######## design 1 ########
design_1/final_congestion.png
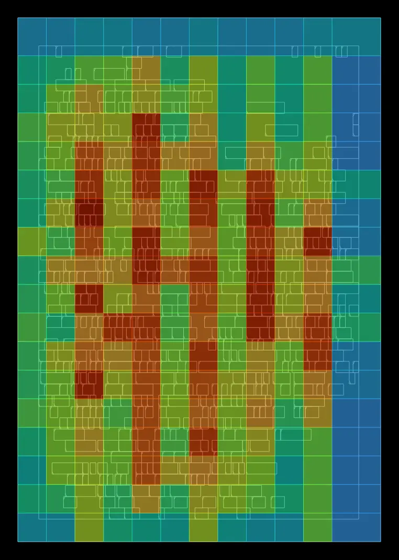
design_1/cell_classes.png
Scale: 4 px per um. Fill, decap, tap and diode cells in grey.
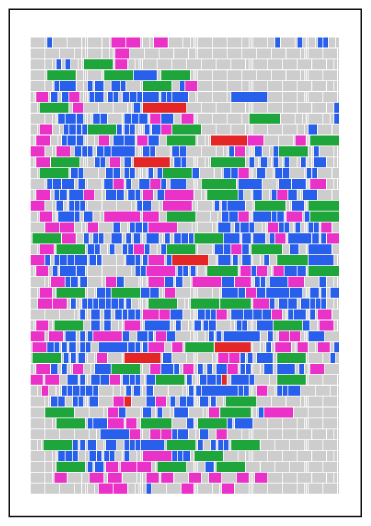
### src/rtl/spi_flash_block_arbiter_pkg.sv
// Shared types and defaults for the SPI flash block-read arbiter.
// FSM encoding and default geometry matching spi_flash_ctrl.
package spi_flash_block_arbiter_pkg;

    typedef enum logic [1:0] {
        ST_IDLE  = 2'd0,
        ST_ISSUE = 2'd1,
        ST_WAIT  = 2'd2,
        ST_DONE  = 2'd3
    } state_t;

    localparam int DEF_NUM_REQ        = 2;
    localparam int DEF_ADDR_W         = 24;
    localparam int DEF_BLOCK_BITS     = 10;
    localparam int DEF_TIMEOUT_CYCLES = 65535;

    // A single requester still needs a 1-bit pointer register.
    function automatic int ptr_width(input int n);
        return (n > 1) ? $clog2(n) : 1;
    endfunction

endpackage

### src/rtl/spi_flash_block_arbiter_if.sv
// Requester and flash-engine signals of the block arbiter.
// slave is the arbiter's view, master is the surrounding system's view.
interface spi_flash_block_arbiter_if
    import spi_flash_block_arbiter_pkg::*;
#(
    parameter int NUM_REQ = DEF_NUM_REQ,
    parameter int ADDR_W  = DEF_ADDR_W
) ();

    logic [NUM_REQ-1:0]        i_req;
    logic [NUM_REQ*ADDR_W-1:0] i_req_addr;
    logic [NUM_REQ-1:0]        o_grant;
    logic [NUM_REQ-1:0]        o_done;
    logic                      o_err;
    logic                      o_busy;
    logic [ADDR_W-1:0]         o_read_addr;
    logic                      o_read_stb;
    logic                      i_read_done_stb;
    logic                      i_invalidate;

    modport slave (
        input  i_req, i_req_addr, i_read_done_stb, i_invalidate,
        output o_grant, o_done, o_err, o_busy, o_read_addr, o_read_stb
    );

    modport master (
        output i_req, i_req_addr, i_read_done_stb, i_invalidate,
        input  o_grant, o_done, o_err, o_busy, o_read_addr, o_read_stb
    );

endinterface

### src/rtl/spi_flash_block_arbiter_rr_arbiter.sv
// Round-robin picker: lowest requester at or above the pointer wins, else wraps.
// Pointer moves to the slot after the finishing owner only on advance.
module spi_flash_block_arbiter_rr_arbiter
    import spi_flash_block_arbiter_pkg::*;
#(
    parameter int NUM_REQ = DEF_NUM_REQ
) (
    input  logic               clk,
    input  logic               rst,
    input  logic [NUM_REQ-1:0] req,
    input  logic [NUM_REQ-1:0] owner,
    input  logic               advance,
    output logic [NUM_REQ-1:0] winner
);

    localparam int PTR_W = ptr_width(NUM_REQ);

    logic [PTR_W-1:0]   ptr_q, ptr_d;
    logic [NUM_REQ-1:0] upper_req;
    logic               found;

    always_comb begin
        upper_req = '0;
        for (int i = 0; i < NUM_REQ; i++) begin
            upper_req[i] = req[i] && (i >= int'(ptr_q));
        end
    end

    always_comb begin
        winner = '0;
        found  = 1'b0;
        for (int i = 0; i < NUM_REQ; i++) begin
            if (!found && upper_req[i]) begin
                winner[i] = 1'b1;
                found     = 1'b1;
            end
        end
        for (int i = 0; i < NUM_REQ; i++) begin
            if (!found && req[i]) begin
                winner[i] = 1'b1;
                found     = 1'b1;
            end
        end
    end

    always_comb begin
        ptr_d = ptr_q;
        if (advance) begin
            for (int i = 0; i < NUM_REQ; i++) begin
                if (owner[i]) ptr_d = (i == NUM_REQ - 1) ? '0 : PTR_W'(i + 1);
            end
        end
    end

    always_ff @(posedge clk) begin
        if (rst) ptr_q <= '0;
        else     ptr_q <= ptr_d;
    end

endmodule

### src/rtl/spi_flash_block_arbiter.sv
// Shares one spi_flash_ctrl block-read engine and its block BRAM between requesters,
// short-circuiting reads of the resident block and aborting reads that never finish.
module spi_flash_block_arbiter
    import spi_flash_block_arbiter_pkg::*;
#(
    parameter int NUM_REQ        = DEF_NUM_REQ,
    parameter int ADDR_W         = DEF_ADDR_W,
    parameter int BLOCK_BITS     = DEF_BLOCK_BITS,
    parameter int TIMEOUT_CYCLES = DEF_TIMEOUT_CYCLES
) (
    input logic                      wb_clk_i,
    input logic                      wb_rst_i,
    spi_flash_block_arbiter_if.slave bus
);

    localparam int               TAG_W    = ADDR_W - BLOCK_BITS;
    localparam int               TMR_W    = $clog2(TIMEOUT_CYCLES + 1);
    localparam logic [TMR_W-1:0] TMR_LAST = TMR_W'(TIMEOUT_CYCLES - 1);

    state_t             state_q, state_d;
    logic [NUM_REQ-1:0] grant_q, grant_d;
    logic [NUM_REQ-1:0] done_q, done_d;
    logic               err_q, err_d;
    logic               busy_q, busy_d;
    logic               read_stb_q, read_stb_d;
    logic [ADDR_W-1:0]  read_addr_q, read_addr_d;
    logic [TAG_W-1:0]   tag_q, tag_d;
    logic               tag_valid_q, tag_valid_d;
    logic               poison_q, poison_d;
    logic [TMR_W-1:0]   timer_q, timer_d;
    logic [NUM_REQ-1:0] winner;
    logic [TAG_W-1:0]   win_tag;
    logic               arb_advance;

    assign arb_advance = (state_q == ST_DONE);

    spi_flash_block_arbiter_rr_arbiter #(.NUM_REQ(NUM_REQ)) u_rr (
        .clk     (wb_clk_i),
        .rst     (wb_rst_i),
        .req     (bus.i_req),
        .owner   (grant_q),
        .advance (arb_advance),
        .winner  (winner)
    );

    always_comb begin
        win_tag = '0;
        for (int i = 0; i < NUM_REQ; i++) begin
            if (winner[i]) win_tag = bus.i_req_addr[i*ADDR_W + BLOCK_BITS +: TAG_W];
        end
    end

    always_comb begin
        state_d     = state_q;
        grant_d     = grant_q;
        done_d      = '0;
        err_d       = 1'b0;
        read_addr_d = read_addr_q;
        tag_d       = tag_q;
        tag_valid_d = tag_valid_q;
        poison_d    = poison_q;
        timer_d     = timer_q;
        case (state_q)
            ST_IDLE: begin
                if (|winner) begin
                    grant_d = winner;
                    if (tag_valid_q && !bus.i_invalidate && (tag_q == win_tag)) begin
                        state_d = ST_DONE;
                    end else begin
                        read_addr_d = {win_tag, {BLOCK_BITS{1'b0}}};
                        state_d     = ST_ISSUE;
                    end
                end
            end
            ST_ISSUE: begin
                timer_d  = '0;
                poison_d = 1'b0;
                state_d  = ST_WAIT;
            end
            ST_WAIT: begin
                if (timer_q != '1) timer_d = timer_q + 1'b1;
                if (bus.i_read_done_stb) begin
                    tag_d       = read_addr_q[ADDR_W-1:BLOCK_BITS];
                    tag_valid_d = !poison_q;
                    state_d     = ST_DONE;
                end else if (timer_q == TMR_LAST) begin
                    tag_valid_d = 1'b0;
                    err_d       = 1'b1;
                    state_d     = ST_DONE;
                end
            end
            ST_DONE: begin
                grant_d = '0;
                state_d = ST_IDLE;
            end
            default: state_d = ST_IDLE;
        endcase
        // Invalidate overrides any fill landing in the same cycle and poisons one in flight.
        if (bus.i_invalidate) begin
            tag_valid_d = 1'b0;
            if ((state_q == ST_ISSUE) || (state_q == ST_WAIT)) poison_d = 1'b1;
        end
        if (state_d == ST_DONE) done_d = grant_d;
        read_stb_d = (state_d == ST_ISSUE);
        busy_d     = (state_d != ST_IDLE);
    end

    always_ff @(posedge wb_clk_i) begin
        if (wb_rst_i) begin
            state_q     <= ST_IDLE;
            grant_q     <= '0;
            done_q      <= '0;
            err_q       <= 1'b0;
            busy_q      <= 1'b0;
            read_stb_q  <= 1'b0;
            read_addr_q <= '0;
            tag_q       <= '0;
            tag_valid_q <= 1'b0;
            poison_q    <= 1'b0;
            timer_q     <= '0;
        end else begin
            state_q     <= state_d;
            grant_q     <= grant_d;
            done_q      <= done_d;
            err_q       <= err_d;
            busy_q      <= busy_d;
            read_stb_q  <= read_stb_d;
            read_addr_q <= read_addr_d;
            tag_q       <= tag_d;
            tag_valid_q <= tag_valid_d;
            poison_q    <= poison_d;
            timer_q     <= timer_d;
        end
    end

    assign bus.o_grant     = grant_q;
    assign bus.o_done      = done_q;
    assign bus.o_err       = err_q;
    assign bus.o_busy      = busy_q;
    assign bus.o_read_addr = read_addr_q;
    assign bus.o_read_stb  = read_stb_q;

endmodule

### src/flat_wrapper.sv
// flat-port wrapper written by rule: the top's interface ports become plain ports
module spi_flash_block_arbiter_flat import spi_flash_block_arbiter_pkg::*;
#(
    parameter int NUM_REQ        = DEF_NUM_REQ,
    parameter int ADDR_W         = DEF_ADDR_W,
    parameter int BLOCK_BITS     = DEF_BLOCK_BITS,
    parameter int TIMEOUT_CYCLES = DEF_TIMEOUT_CYCLES
)
  (wb_clk_i, wb_rst_i, bus_i_req, bus_i_req_addr, bus_i_read_done_stb, bus_i_invalidate, bus_o_grant, bus_o_done, bus_o_err, bus_o_busy, bus_o_read_addr, bus_o_read_stb);
  spi_flash_block_arbiter_if #(.NUM_REQ(NUM_REQ), .ADDR_W(ADDR_W)) bus_i ();
  input logic wb_clk_i;
  input logic wb_rst_i;
  input wire logic [$bits(bus_i.i_req)-1:0] bus_i_req;
  input wire logic [$bits(bus_i.i_req_addr)-1:0] bus_i_req_addr;
  input wire logic [$bits(bus_i.i_read_done_stb)-1:0] bus_i_read_done_stb;
  input wire logic [$bits(bus_i.i_invalidate)-1:0] bus_i_invalidate;
  output wire logic [$bits(bus_i.o_grant)-1:0] bus_o_grant;
  output wire logic [$bits(bus_i.o_done)-1:0] bus_o_done;
  output wire logic [$bits(bus_i.o_err)-1:0] bus_o_err;
  output wire logic [$bits(bus_i.o_busy)-1:0] bus_o_busy;
  output wire logic [$bits(bus_i.o_read_addr)-1:0] bus_o_read_addr;
  output wire logic [$bits(bus_i.o_read_stb)-1:0] bus_o_read_stb;
  assign bus_i.i_req = bus_i_req;
  assign bus_i.i_req_addr = bus_i_req_addr;
  assign bus_i.i_read_done_stb = bus_i_read_done_stb;
  assign bus_i.i_invalidate = bus_i_invalidate;
  assign bus_o_grant = bus_i.o_grant;
  assign bus_o_done = bus_i.o_done;
  assign bus_o_err = bus_i.o_err;
  assign bus_o_busy = bus_i.o_busy;
  assign bus_o_read_addr = bus_i.o_read_addr;
  assign bus_o_read_stb = bus_i.o_read_stb;
  spi_flash_block_arbiter #(.NUM_REQ(NUM_REQ), .ADDR_W(ADDR_W), .BLOCK_BITS(BLOCK_BITS), .TIMEOUT_CYCLES(TIMEOUT_CYCLES)) u_core (.wb_clk_i(wb_clk_i), .wb_rst_i(wb_rst_i), .bus(bus_i));
endmodule
### config.mk
export PLATFORM = sky130hd
export DESIGN_NAME = spi_flash_block_arbiter_flat
export DESIGN_NICKNAME = d
export VERILOG_FILES = /design/src/rtl/spi_flash_block_arbiter_pkg.sv /design/src/rtl/spi_flash_block_arbiter_if.sv /design/src/rtl/spi_flash_block_arbiter_rr_arbiter.sv /design/src/rtl/spi_flash_block_arbiter.sv /design/src/flat_wrapper.sv
export SDC_FILE = /design/constraint.sdc
export NUM_CORES = 1
export LEC_CHECK = 0
export ABC_AREA = 1
export ABC_CLOCK_PERIOD_IN_PS = 1600
export CAP_MARGIN = 20
export CORE_ASPECT_RATIO = 1.5
export CORE_MARGIN = 5
export CORE_UTILIZATION = 35
export CTS_BUF_LIST = sky130_fd_sc_hd__clkbuf_16
export DETAILED_ROUTE_END_ITERATION = 10
export MAX_ROUTING_LAYER = met4
export SETUP_SLACK_MARGIN = 0.1
export SYNTH_ARGS = -nofsm -noshare
export SYNTH_HDL_FRONTEND = slang
export SYNTH_SLANG_ARGS = --single-unit
### constraint.sdc
create_clock -name wb_clk_i -period 1.6 [get_ports wb_clk_i]
set_input_delay 0.32 -clock wb_clk_i [delete_from_list [all_inputs] [get_ports wb_clk_i]]
set_output_delay 0.32 -clock wb_clk_i [all_outputs]
set_load 0.02 [all_outputs]
==> results.json <==
{
  "ys_sh_adder": 0.02372,
  "wirelength_um": 9361,
  "crit_arrival_ps": 2130,
  "dp_slack_ps": -910.2,
  "setup_viol": 19,
  "top_cells_by_area": "dfxtp_1 35%, nand2_1 15%, inv_1 7.9%",
  "n_all_buffers": 132,
  "cts_setup_buffers": 17,
  "design.portCount": 85,
  "die_w_um": 87.64,
  "mux_share": 0,
  "fp-utilization": 0.3584,
  "fin_nets": 663,
  "fillerInstances": 848,
  "slowest_delay_ps": 240,
  "synth-simple-area-share": 0.3444,
  "drc": 0,
  "fin_crit_ps": 1934,
  "synth.most_common_cell": "nand2_1",
  "setup.worst_path.end": "u_core.bus.o_read_addr[20]$_SDFFE_PP0P_",
  "status": "complete, but fails checks",
  "drv_cap": 0,
  "cp_slowest_cell": "dlygate4sd2_1",
  "wl_met2_um": 5145,
  "failed_checks": "negative setup slack",
  "p_per_area_mw_per_mm2": 912.0,
  "fin_ws_ps": -333.7,
  "grt_max_degree": 31,
  "p_int_w": 0.003055,
  "yosysChipArea_sq_mm": 0.003164,
  "ctsResizeCount": 80,
  "ys_sh_aoi": 0.1210,
  "report.final.slew_viol_count": 0,
  "num_tap_cells": 110,
  "crit_cells": 17,
  "final-hold-violation-count": 0,
  "synth_flops": 56,
  "dp.cells": 684,
  "sh_seq_area": 0.2282,
  "top_layer": "met4",
  "critical_path.most_common_cell": "nand2_1",
  "clkbuf_count": 5,
  "clkSlewWorstSetupHoldPaths_ps": 70,
  "yosys.area.top_type_share": 0.3543
}
About design_1/final_congestion.png:
met3 Usage GRT: 0.02596
met2 GRT Util: 0.3108
post-layout util: 0.5677
met1 Resource Use GR: 0.1903

About design_1/cell_classes.png:
[flip-flops] green | cells: 56 | share of their area: 23%
[all other logic] blue | cells: 408 | share of their area: 47%
[other buffers and delay cells] magenta | cells: 132 | share of their area: 26%
[clock drivers and dummy loads] red | cells: 8 | share of their area: 3.4%


######## design 2 ########
design_2/zoom.png
Region (51, 28) to (71, 48) um. Cells in grey, sequential cells in the stronger grey; small squares are vias.
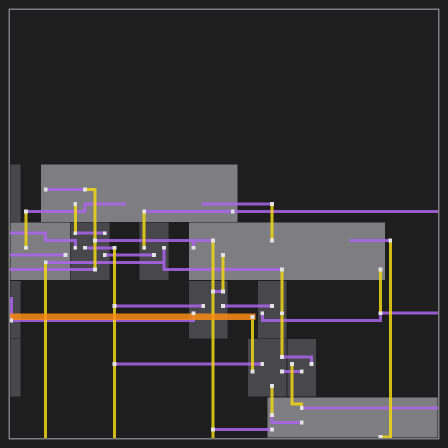
design_2/final_congestion.png
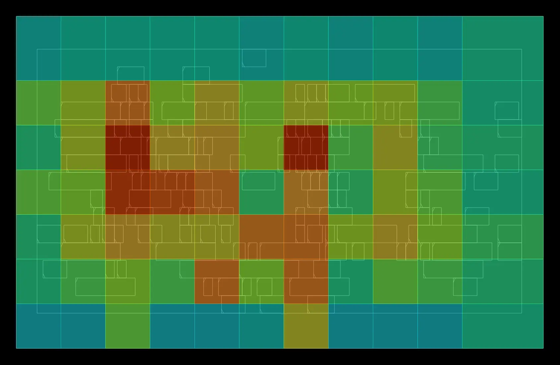
===== src/rtl/interval_capture_if.sv =====
// rtl/interval_capture_if.sv - event inputs and capture outputs of interval_capture
interface interval_capture_if #(
  parameter int bitwidth = 8
) ();
  logic                start;
  logic                stop;
  logic                abort;
  logic [bitwidth-1:0] measured_value;
  logic                valid;
  logic                overflow;
  logic                busy;

  modport master (
    output start, stop, abort,
    input  measured_value, valid, overflow, busy
  );

  modport slave (
    input  start, stop, abort,
    output measured_value, valid, overflow, busy
  );
endinterface


===== src/rtl/interval_capture.sv =====
// rtl/interval_capture.sv - measures start/stop (or start/start) intervals in clock cycles
module interval_capture #(
  parameter int bitwidth       = 8,
  parameter bit measure_period = 1'b0
) (
  input logic             clock,
  input logic             reset,
  interval_capture_if.slave bus
);
  typedef enum logic {IDLE = 1'b0, MEASURING = 1'b1} state_t;

  localparam logic [bitwidth-1:0] count_max = '1;
  localparam logic [bitwidth-1:0] count_one = {{(bitwidth-1){1'b0}}, 1'b1};

  state_t              state_q, state_d;
  logic [bitwidth-1:0] count_q, count_d;
  logic [bitwidth-1:0] value_q, value_d;
  logic                sat_q, sat_d;
  logic                ovf_q, ovf_d;
  logic                valid_q, valid_d;
  logic                start_prev_q, start_prev_d;
  logic                stop_prev_q, stop_prev_d;
  logic                start_evt, stop_evt;

  assign start_evt = bus.start & ~start_prev_q;
  assign stop_evt  = bus.stop & ~stop_prev_q;

  always_ff @(posedge clock or negedge reset) begin
    if (!reset) begin
      state_q      <= IDLE;
      count_q      <= '0;
      value_q      <= '0;
      sat_q        <= 1'b0;
      ovf_q        <= 1'b0;
      valid_q      <= 1'b0;
      start_prev_q <= 1'b0;
      stop_prev_q  <= 1'b0;
    end else begin
      state_q      <= state_d;
      count_q      <= count_d;
      value_q      <= value_d;
      sat_q        <= sat_d;
      ovf_q        <= ovf_d;
      valid_q      <= valid_d;
      start_prev_q <= start_prev_d;
      stop_prev_q  <= stop_prev_d;
    end
  end

  // A stop event while measuring ends the run in both modes: capture in
  // one-shot mode, cancellation in period mode.
  always_comb begin
    state_d = state_q;
    case (state_q)
      IDLE:      if (!bus.abort && start_evt) state_d = MEASURING;
      MEASURING: if (bus.abort || stop_evt)   state_d = IDLE;
      default:   state_d = IDLE;
    endcase
  end

  always_comb begin
    count_d      = count_q;
    sat_d        = sat_q;
    value_d      = value_q;
    ovf_d        = ovf_q;
    valid_d      = 1'b0;
    start_prev_d = bus.start;
    stop_prev_d  = bus.stop;
    if (bus.abort) begin
      count_d = '0;
      sat_d   = 1'b0;
    end else if (state_q == IDLE) begin
      if (start_evt) begin
        count_d = count_one;
        sat_d   = 1'b0;
      end
    end else if ((!measure_period && stop_evt) || (measure_period && !stop_evt && start_evt)) begin
      value_d = count_q;
      ovf_d   = sat_q;
      valid_d = 1'b1;
      count_d = measure_period ? count_one : '0;
      sat_d   = 1'b0;
    end else if (stop_evt) begin
      count_d = '0;
      sat_d   = 1'b0;
    end else if (count_q != count_max) begin
      count_d = count_q + count_one;
      sat_d   = sat_q | ((count_q + count_one) == count_max);
    end else begin
      sat_d = 1'b1;
    end
  end

  always_comb begin
    bus.measured_value = value_q;
    bus.overflow       = ovf_q;
    bus.valid          = valid_q;
    bus.busy           = (state_q == MEASURING);
  end
endmodule


===== src/flat_wrapper.sv =====
// flat-port wrapper written by rule: the top's interface ports become plain ports
module interval_capture_flat 
#(
  parameter int bitwidth       = 8,
  parameter bit measure_period = 1'b0
)
  (clock, reset, bus_start, bus_stop, bus_abort, bus_measured_value, bus_valid, bus_overflow, bus_busy);
  interval_capture_if #(.bitwidth(bitwidth)) bus_i ();
  input logic clock;
  input logic reset;
  input wire logic [$bits(bus_i.start)-1:0] bus_start;
  input wire logic [$bits(bus_i.stop)-1:0] bus_stop;
  input wire logic [$bits(bus_i.abort)-1:0] bus_abort;
  output wire logic [$bits(bus_i.measured_value)-1:0] bus_measured_value;
  output wire logic [$bits(bus_i.valid)-1:0] bus_valid;
  output wire logic [$bits(bus_i.overflow)-1:0] bus_overflow;
  output wire logic [$bits(bus_i.busy)-1:0] bus_busy;
  assign bus_i.start = bus_start;
  assign bus_i.stop = bus_stop;
  assign bus_i.abort = bus_abort;
  assign bus_measured_value = bus_i.measured_value;
  assign bus_valid = bus_i.valid;
  assign bus_overflow = bus_i.overflow;
  assign bus_busy = bus_i.busy;
  interval_capture #(.bitwidth(bitwidth), .measure_period(measure_period)) u_core (.clock(clock), .reset(reset), .bus(bus_i));
endmodule

===== config.mk =====
export PLATFORM = sky130hd
export DESIGN_NAME = interval_capture_flat
export DESIGN_NICKNAME = d
export VERILOG_FILES = /design/src/rtl/interval_capture_if.sv /design/src/rtl/interval_capture.sv /design/src/flat_wrapper.sv
export SDC_FILE = /design/constraint.sdc
export NUM_CORES = 1
export LEC_CHECK = 0
export ABC_AREA = 1
export CORE_ASPECT_RATIO = 0.6
export CORE_MARGIN = 3
export CORE_UTILIZATION = 30
export CTS_CLUSTER_DIAMETER = 80
export DETAILED_ROUTE_END_ITERATION = 6
export GPL_TIMING_DRIVEN = 0
export PLACE_DENSITY = 0.58
export SYNTH_ARGS = -nofsm -noshare
export SYNTH_HDL_FRONTEND = slang
export SYNTH_SLANG_ARGS = --single-unit

===== constraint.sdc =====
create_clock -name clock -period 1.48 [get_ports clock]
set_input_delay 0.296 -clock clock [delete_from_list [all_inputs] [get_ports clock]]
set_output_delay 0.296 -clock clock [all_outputs]
set_load 0.005 [all_outputs]

==> results.json <==
{
  "finalPower_w": 0.001269,
  "crit_cells": 1,
  "place_congestion": 0.9244,
  "crit-reg2reg-launch": "u_core.count_q[1]$_DFFE_PN0P_",
  "htree_num_levels": 1,
  "grt_pass1_wl_um": 3967,
  "p_switching_w": 0.0003057,
  "design.portCount": 16,
  "report.final.slew_viol_count": 0,
  "drtPass1Iterations": 4,
  "top_cells_by_area": "dfrtp_1 54%, nand2_1 13%, inv_1 7.3%",
  "common_cells": "36 x nand2_1, 22 x dfrtp_1, 20 x inv_1",
  "ys_sh_adder": 0.02436,
  "maxSlewHeadroom": 0.3465,
  "drt_iter0_markers": 46,
  "grt_max_degree": 23,
  "warning_count": 28,
  "postSynth.asyncResetShare": 1.000,
  "cts_buffer_depth": 2,
  "drc": 0,
  "yosysUniqueCellTypes": 17,
  "rsz0062_at_grt": "true",
  "crit_family": "buffers and inverters",
  "whs_ps": 488.2,
  "crit_chain": "clkdlybuf4s50_1",
  "ys_sh_aoi": 0.1267,
  "worst_pin_slew_ps": 977.2,
  "yosys_most_used_dff": "dfrtp_1",
  "layout_top_cells": "29 x nand2_1, 20 x dfrtp_1, 15 x inv_1, 15 x clkdlybuf4s50_1, 11 x o21ai_0",
  "synthCells": 123,
  "p_comb_w": 0.000182,
  "min_to": "u_core.bus.measured_value[7]$_DFFE_PN0P_",
  "leakagePower_nw": 0.6166,
  "cts_hold_buf": 0,
  "final-hold-violation-count": 0,
  "cts.sinks": 22,
  "finClkSkew_ps": 1.573,
  "seqPwrFrac": 0.517,
  "clkSlewWorstSetupHoldPaths_ps": 80,
  "antenna_cells": 0,
  "status": "completed"
}
About design_2/zoom.png:
[met3] orange
[met1] purple
[met2] yellow
sequential cells in the window: 3
most frequent: nand2_1 (3), o21ai_0 (3), dfrtp_1 (3)
cells with their middle in the window: 9
netlist names of flops here include: u_core.bus.measured_value (3)

About design_2/final_congestion.png:
grt peak-use layer: met1
DR WL/cell: 13.81 um
All-Layer GR Usage: 0.1303


######## design 3 ########
design_3/registers.png
Scale: 8 px per um. Other sequential cells in the stronger grey, the rest of the logic in the fainter grey.
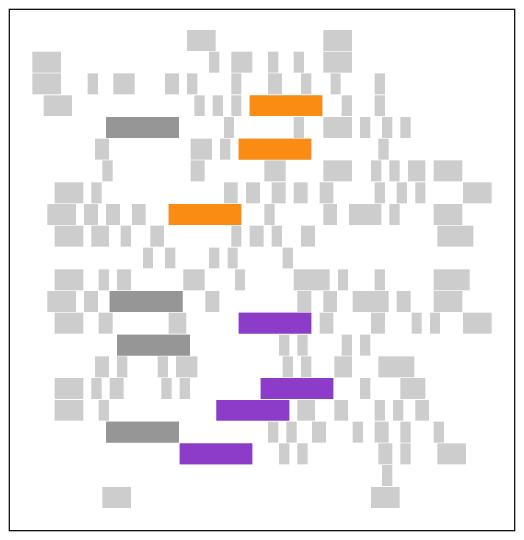
design_3/clock_map.png
Scale: 10 px per um.
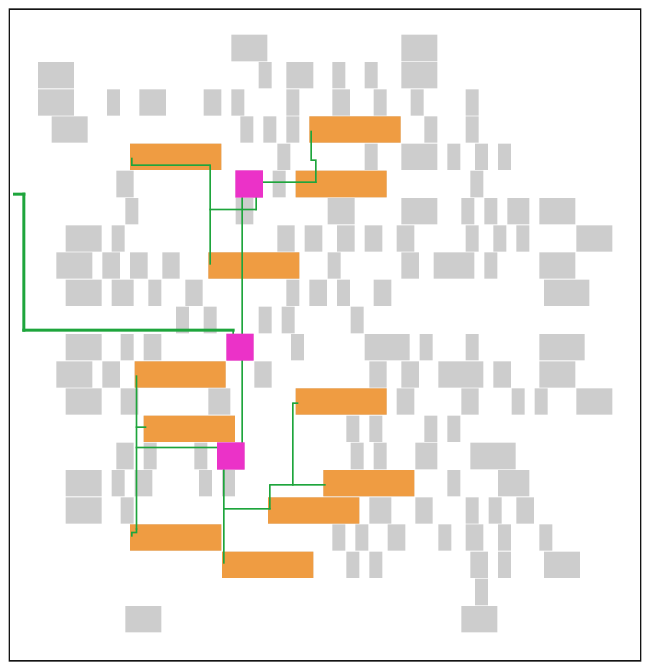
--- src/rtl/as_ctrl_seq.sv ---
// Instruction sequencer for the accumulator ALU: fetch / execute / MACN repeat / halt.
// State and instruction registers are clocked; control outputs decode from state, op and inputs.
module as_ctrl_seq #(
    parameter int n  = 8,
    parameter int CW = 4
) (
    input  logic          clk,
    input  logic          n_reset,
    input  logic          run,
    input  logic          instr_valid,
    input  logic [3:0]    opcode,
    input  logic [CW-1:0] rpt,
    input  logic          z,
    output logic          instr_req,
    output logic          ir_load,
    output logic          pc_incr,
    output logic          pc_load,
    output logic          reg_we,
    output logic          add_a_sel,
    output logic          add_b_sel,
    output logic          acc_en,
    output logic          acc_add,
    output logic          in_en,
    output logic          rs_step,
    output logic          busy,
    output logic          halted
);

    typedef enum logic [2:0] {
        S_IDLE   = 3'd0,
        S_FETCH  = 3'd1,
        S_EXEC   = 3'd2,
        S_REPEAT = 3'd3,
        S_HALT   = 3'd4
    } state_t;

    localparam logic [3:0] OP_NOP  = 4'd0;
    localparam logic [3:0] OP_ADDI = 4'd1;
    localparam logic [3:0] OP_MUL  = 4'd2;
    localparam logic [3:0] OP_IN   = 4'd3;
    localparam logic [3:0] OP_BRZ  = 4'd4;
    localparam logic [3:0] OP_JMP  = 4'd5;
    localparam logic [3:0] OP_MACN = 4'd6;
    localparam logic [3:0] OP_HALT = 4'd15;

    state_t        r_state;
    logic [3:0]    r_op;
    logic [CW-1:0] r_cnt;

    // Datapath width is not used by the sequencer; kept for parameter compatibility.
    logic [n-1:0]  w_unused_dw;
    assign w_unused_dw = '0;

    logic w_cnt_nz;
    logic w_cnt_last;
    assign w_cnt_nz   = (r_cnt != '0);
    assign w_cnt_last = (r_cnt == CW'(1));

    always_ff @(posedge clk or negedge n_reset) begin
        if (!n_reset) begin
            r_state <= S_IDLE;
            r_op    <= OP_NOP;
            r_cnt   <= '0;
        end else begin
            case (r_state)
                S_IDLE: begin
                    if (run) r_state <= S_FETCH;
                end
                S_FETCH: begin
                    if (!run) begin
                        r_state <= S_IDLE;
                    end else if (instr_valid) begin
                        r_op    <= opcode;
                        r_cnt   <= rpt;
                        r_state <= S_EXEC;
                    end
                end
                S_EXEC: begin
                    if (r_op == OP_HALT) begin
                        r_state <= S_HALT;
                    end else if (r_op == OP_MACN && w_cnt_nz) begin
                        r_cnt   <= r_cnt - 1'b1;
                        r_state <= w_cnt_last ? S_FETCH : S_REPEAT;
                    end else begin
                        r_state <= S_FETCH;
                    end
                end
                S_REPEAT: begin
                    // cnt never reaches zero here in normal flow; the guard keeps it from wrapping
                    if (w_cnt_nz) r_cnt <= r_cnt - 1'b1;
                    if (!w_cnt_nz || w_cnt_last) r_state <= S_FETCH;
                end
                S_HALT: begin
                    if (!run) r_state <= S_IDLE;
                end
                default: r_state <= S_IDLE;
            endcase
        end
    end

    always_comb begin
        instr_req = 1'b0;
        ir_load   = 1'b0;
        pc_incr   = 1'b0;
        pc_load   = 1'b0;
        reg_we    = 1'b0;
        add_a_sel = 1'b0;
        add_b_sel = 1'b0;
        acc_en    = 1'b0;
        acc_add   = 1'b0;
        in_en     = 1'b0;
        rs_step   = 1'b0;
        busy      = (r_state == S_FETCH) || (r_state == S_EXEC) || (r_state == S_REPEAT);
        halted    = (r_state == S_HALT);
        case (r_state)
            S_FETCH: begin
                instr_req = run;
                ir_load   = run & instr_valid;
                pc_incr   = run & instr_valid;
            end
            S_EXEC: begin
                case (r_op)
                    OP_ADDI: begin
                        add_b_sel = 1'b1;
                        reg_we    = 1'b1;
                    end
                    OP_MUL: begin
                        reg_we    = 1'b1;
                    end
                    OP_IN: begin
                        in_en     = 1'b1;
                        reg_we    = 1'b1;
                    end
                    OP_BRZ: begin
                        add_a_sel = 1'b1;
                        add_b_sel = 1'b1;
                        pc_load   = z;
                    end
                    OP_JMP: begin
                        pc_load   = 1'b1;
                    end
                    OP_MACN: begin
                        acc_en    = w_cnt_nz;
                        rs_step   = w_cnt_nz;
                        reg_we    = w_cnt_last;
                    end
                    default: ;
                endcase
            end
            S_REPEAT: begin
                acc_add = 1'b1;
                acc_en  = 1'b1;
                rs_step = 1'b1;
                reg_we  = w_cnt_last;
            end
            default: ;
        endcase
    end

endmodule

--- config.mk ---
export PLATFORM = sky130hd
export DESIGN_NAME = as_ctrl_seq
export DESIGN_NICKNAME = d
export VERILOG_FILES = /design/src/rtl/as_ctrl_seq.sv
export SDC_FILE = /design/constraint.sdc
export NUM_CORES = 1
export LEC_CHECK = 0
export ABC_AREA = 1
export CAP_MARGIN = 20
export CELL_PAD_IN_SITES_DETAIL_PLACEMENT = 1
export CELL_PAD_IN_SITES_GLOBAL_PLACEMENT = 1
export CORE_AREA = 2 2 61 63
export CTS_BUF_LIST = sky130_fd_sc_hd__clkbuf_2 sky130_fd_sc_hd__clkbuf_4 sky130_fd_sc_hd__clkbuf_8
export DETAILED_ROUTE_END_ITERATION = 10
export DIE_AREA = 0 0 63 65
export PLACE_DENSITY_LB_ADDON = 0.1
export SKIP_LAST_GASP = 1
export SLEW_MARGIN = 20
export SYNTH_ARGS = -nofsm -noshare
export SYNTH_HDL_FRONTEND = slang
export SYNTH_SLANG_ARGS = --single-unit
--- constraint.sdc ---
create_clock -name clk -period 2.85 [get_ports clk]
set_clock_uncertainty 0.2 [all_clocks]
set_input_delay 0.4275 -clock clk [delete_from_list [all_inputs] [get_ports clk]]
set_output_delay 0.4275 -clock clk [all_outputs]
set_load 0.02 [all_outputs]
==> results.json <==
{
  "common_cells": "39 x nand2_1, 13 x nor2_1, 11 x dfrtp_1, 11 x inv_1, 11 x nand3_1",
  "status": "completed",
  "dp_slack_ps": 145.5,
  "fp-utilization": 0.2330,
  "tritoncts": "built",
  "comb_area_frac": 0.3993,
  "setup.worst_path.end": "pc_incr",
  "r2r_cells": 8,
  "synth.most_common_cell": "nand2_1",
  "drv_cap": 0,
  "warning_count": 28,
  "p_switching_w": 0.0005006,
  "xor_share": 0.01075,
  "antenna_found_initial": 0,
  "n_all_buffers": 26,
  "fillerInstances": 472,
  "grt_pass1_wl_um": 4091,
  "numCtsBuffers": 3,
  "fmax_mhz": 369.8,
  "dieHeight_um": 65,
  "wl_met2_um": 1017,
  "grt_max_degree": 12,
  "drt_iter0_markers": 18
}
## Picture notes: design_3/registers.png
[r_state] orange | sequential cells: 3
[r_cnt] purple | sequential cells: 4 | where: bottom centre
not coloured: 4
post-layout util: 0.3289
Seq power: 0.000303 W
register area: 275.3 sq um

## Picture notes: design_3/clock_map.png
[flip-flops] orange | count: 11
[clock wires] green | length: 160 um
[cells driving clock nets] magenta | count: 3
routed clock nets: 4
power in the clock group: 0.000104 W
worst skew pair latency: 270 ps
Clk network pwr share: 0.103



==> gallery <==
Supply network.
(a)
Scale: 3 px per um. Pins as bars on the die edge.
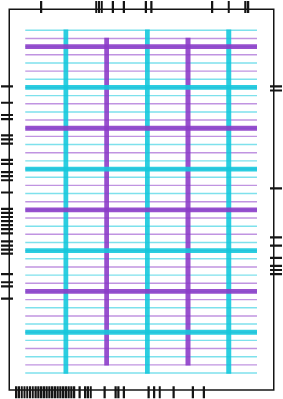
(b)
Scale: 6 px per um. Pins as bars on the die edge.
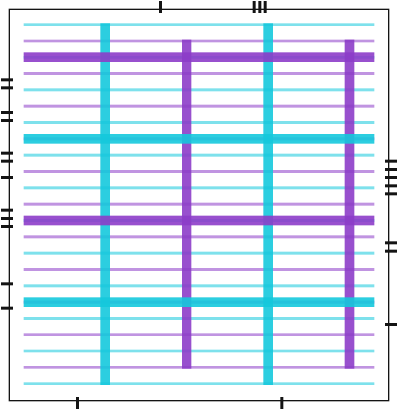
(c)
Scale: 4 px per um. Pins as bars on the die edge.
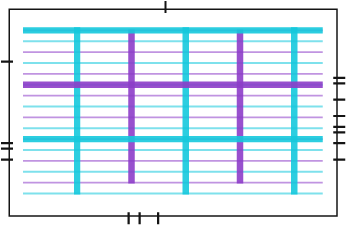
| from | picture |
|---|---|
| design 1 | (a) |
| design 3 | (b) |
| design 2 | (c) |
The one with the largest die is (a).

Power is estimated from default activity; no workload was simulated.
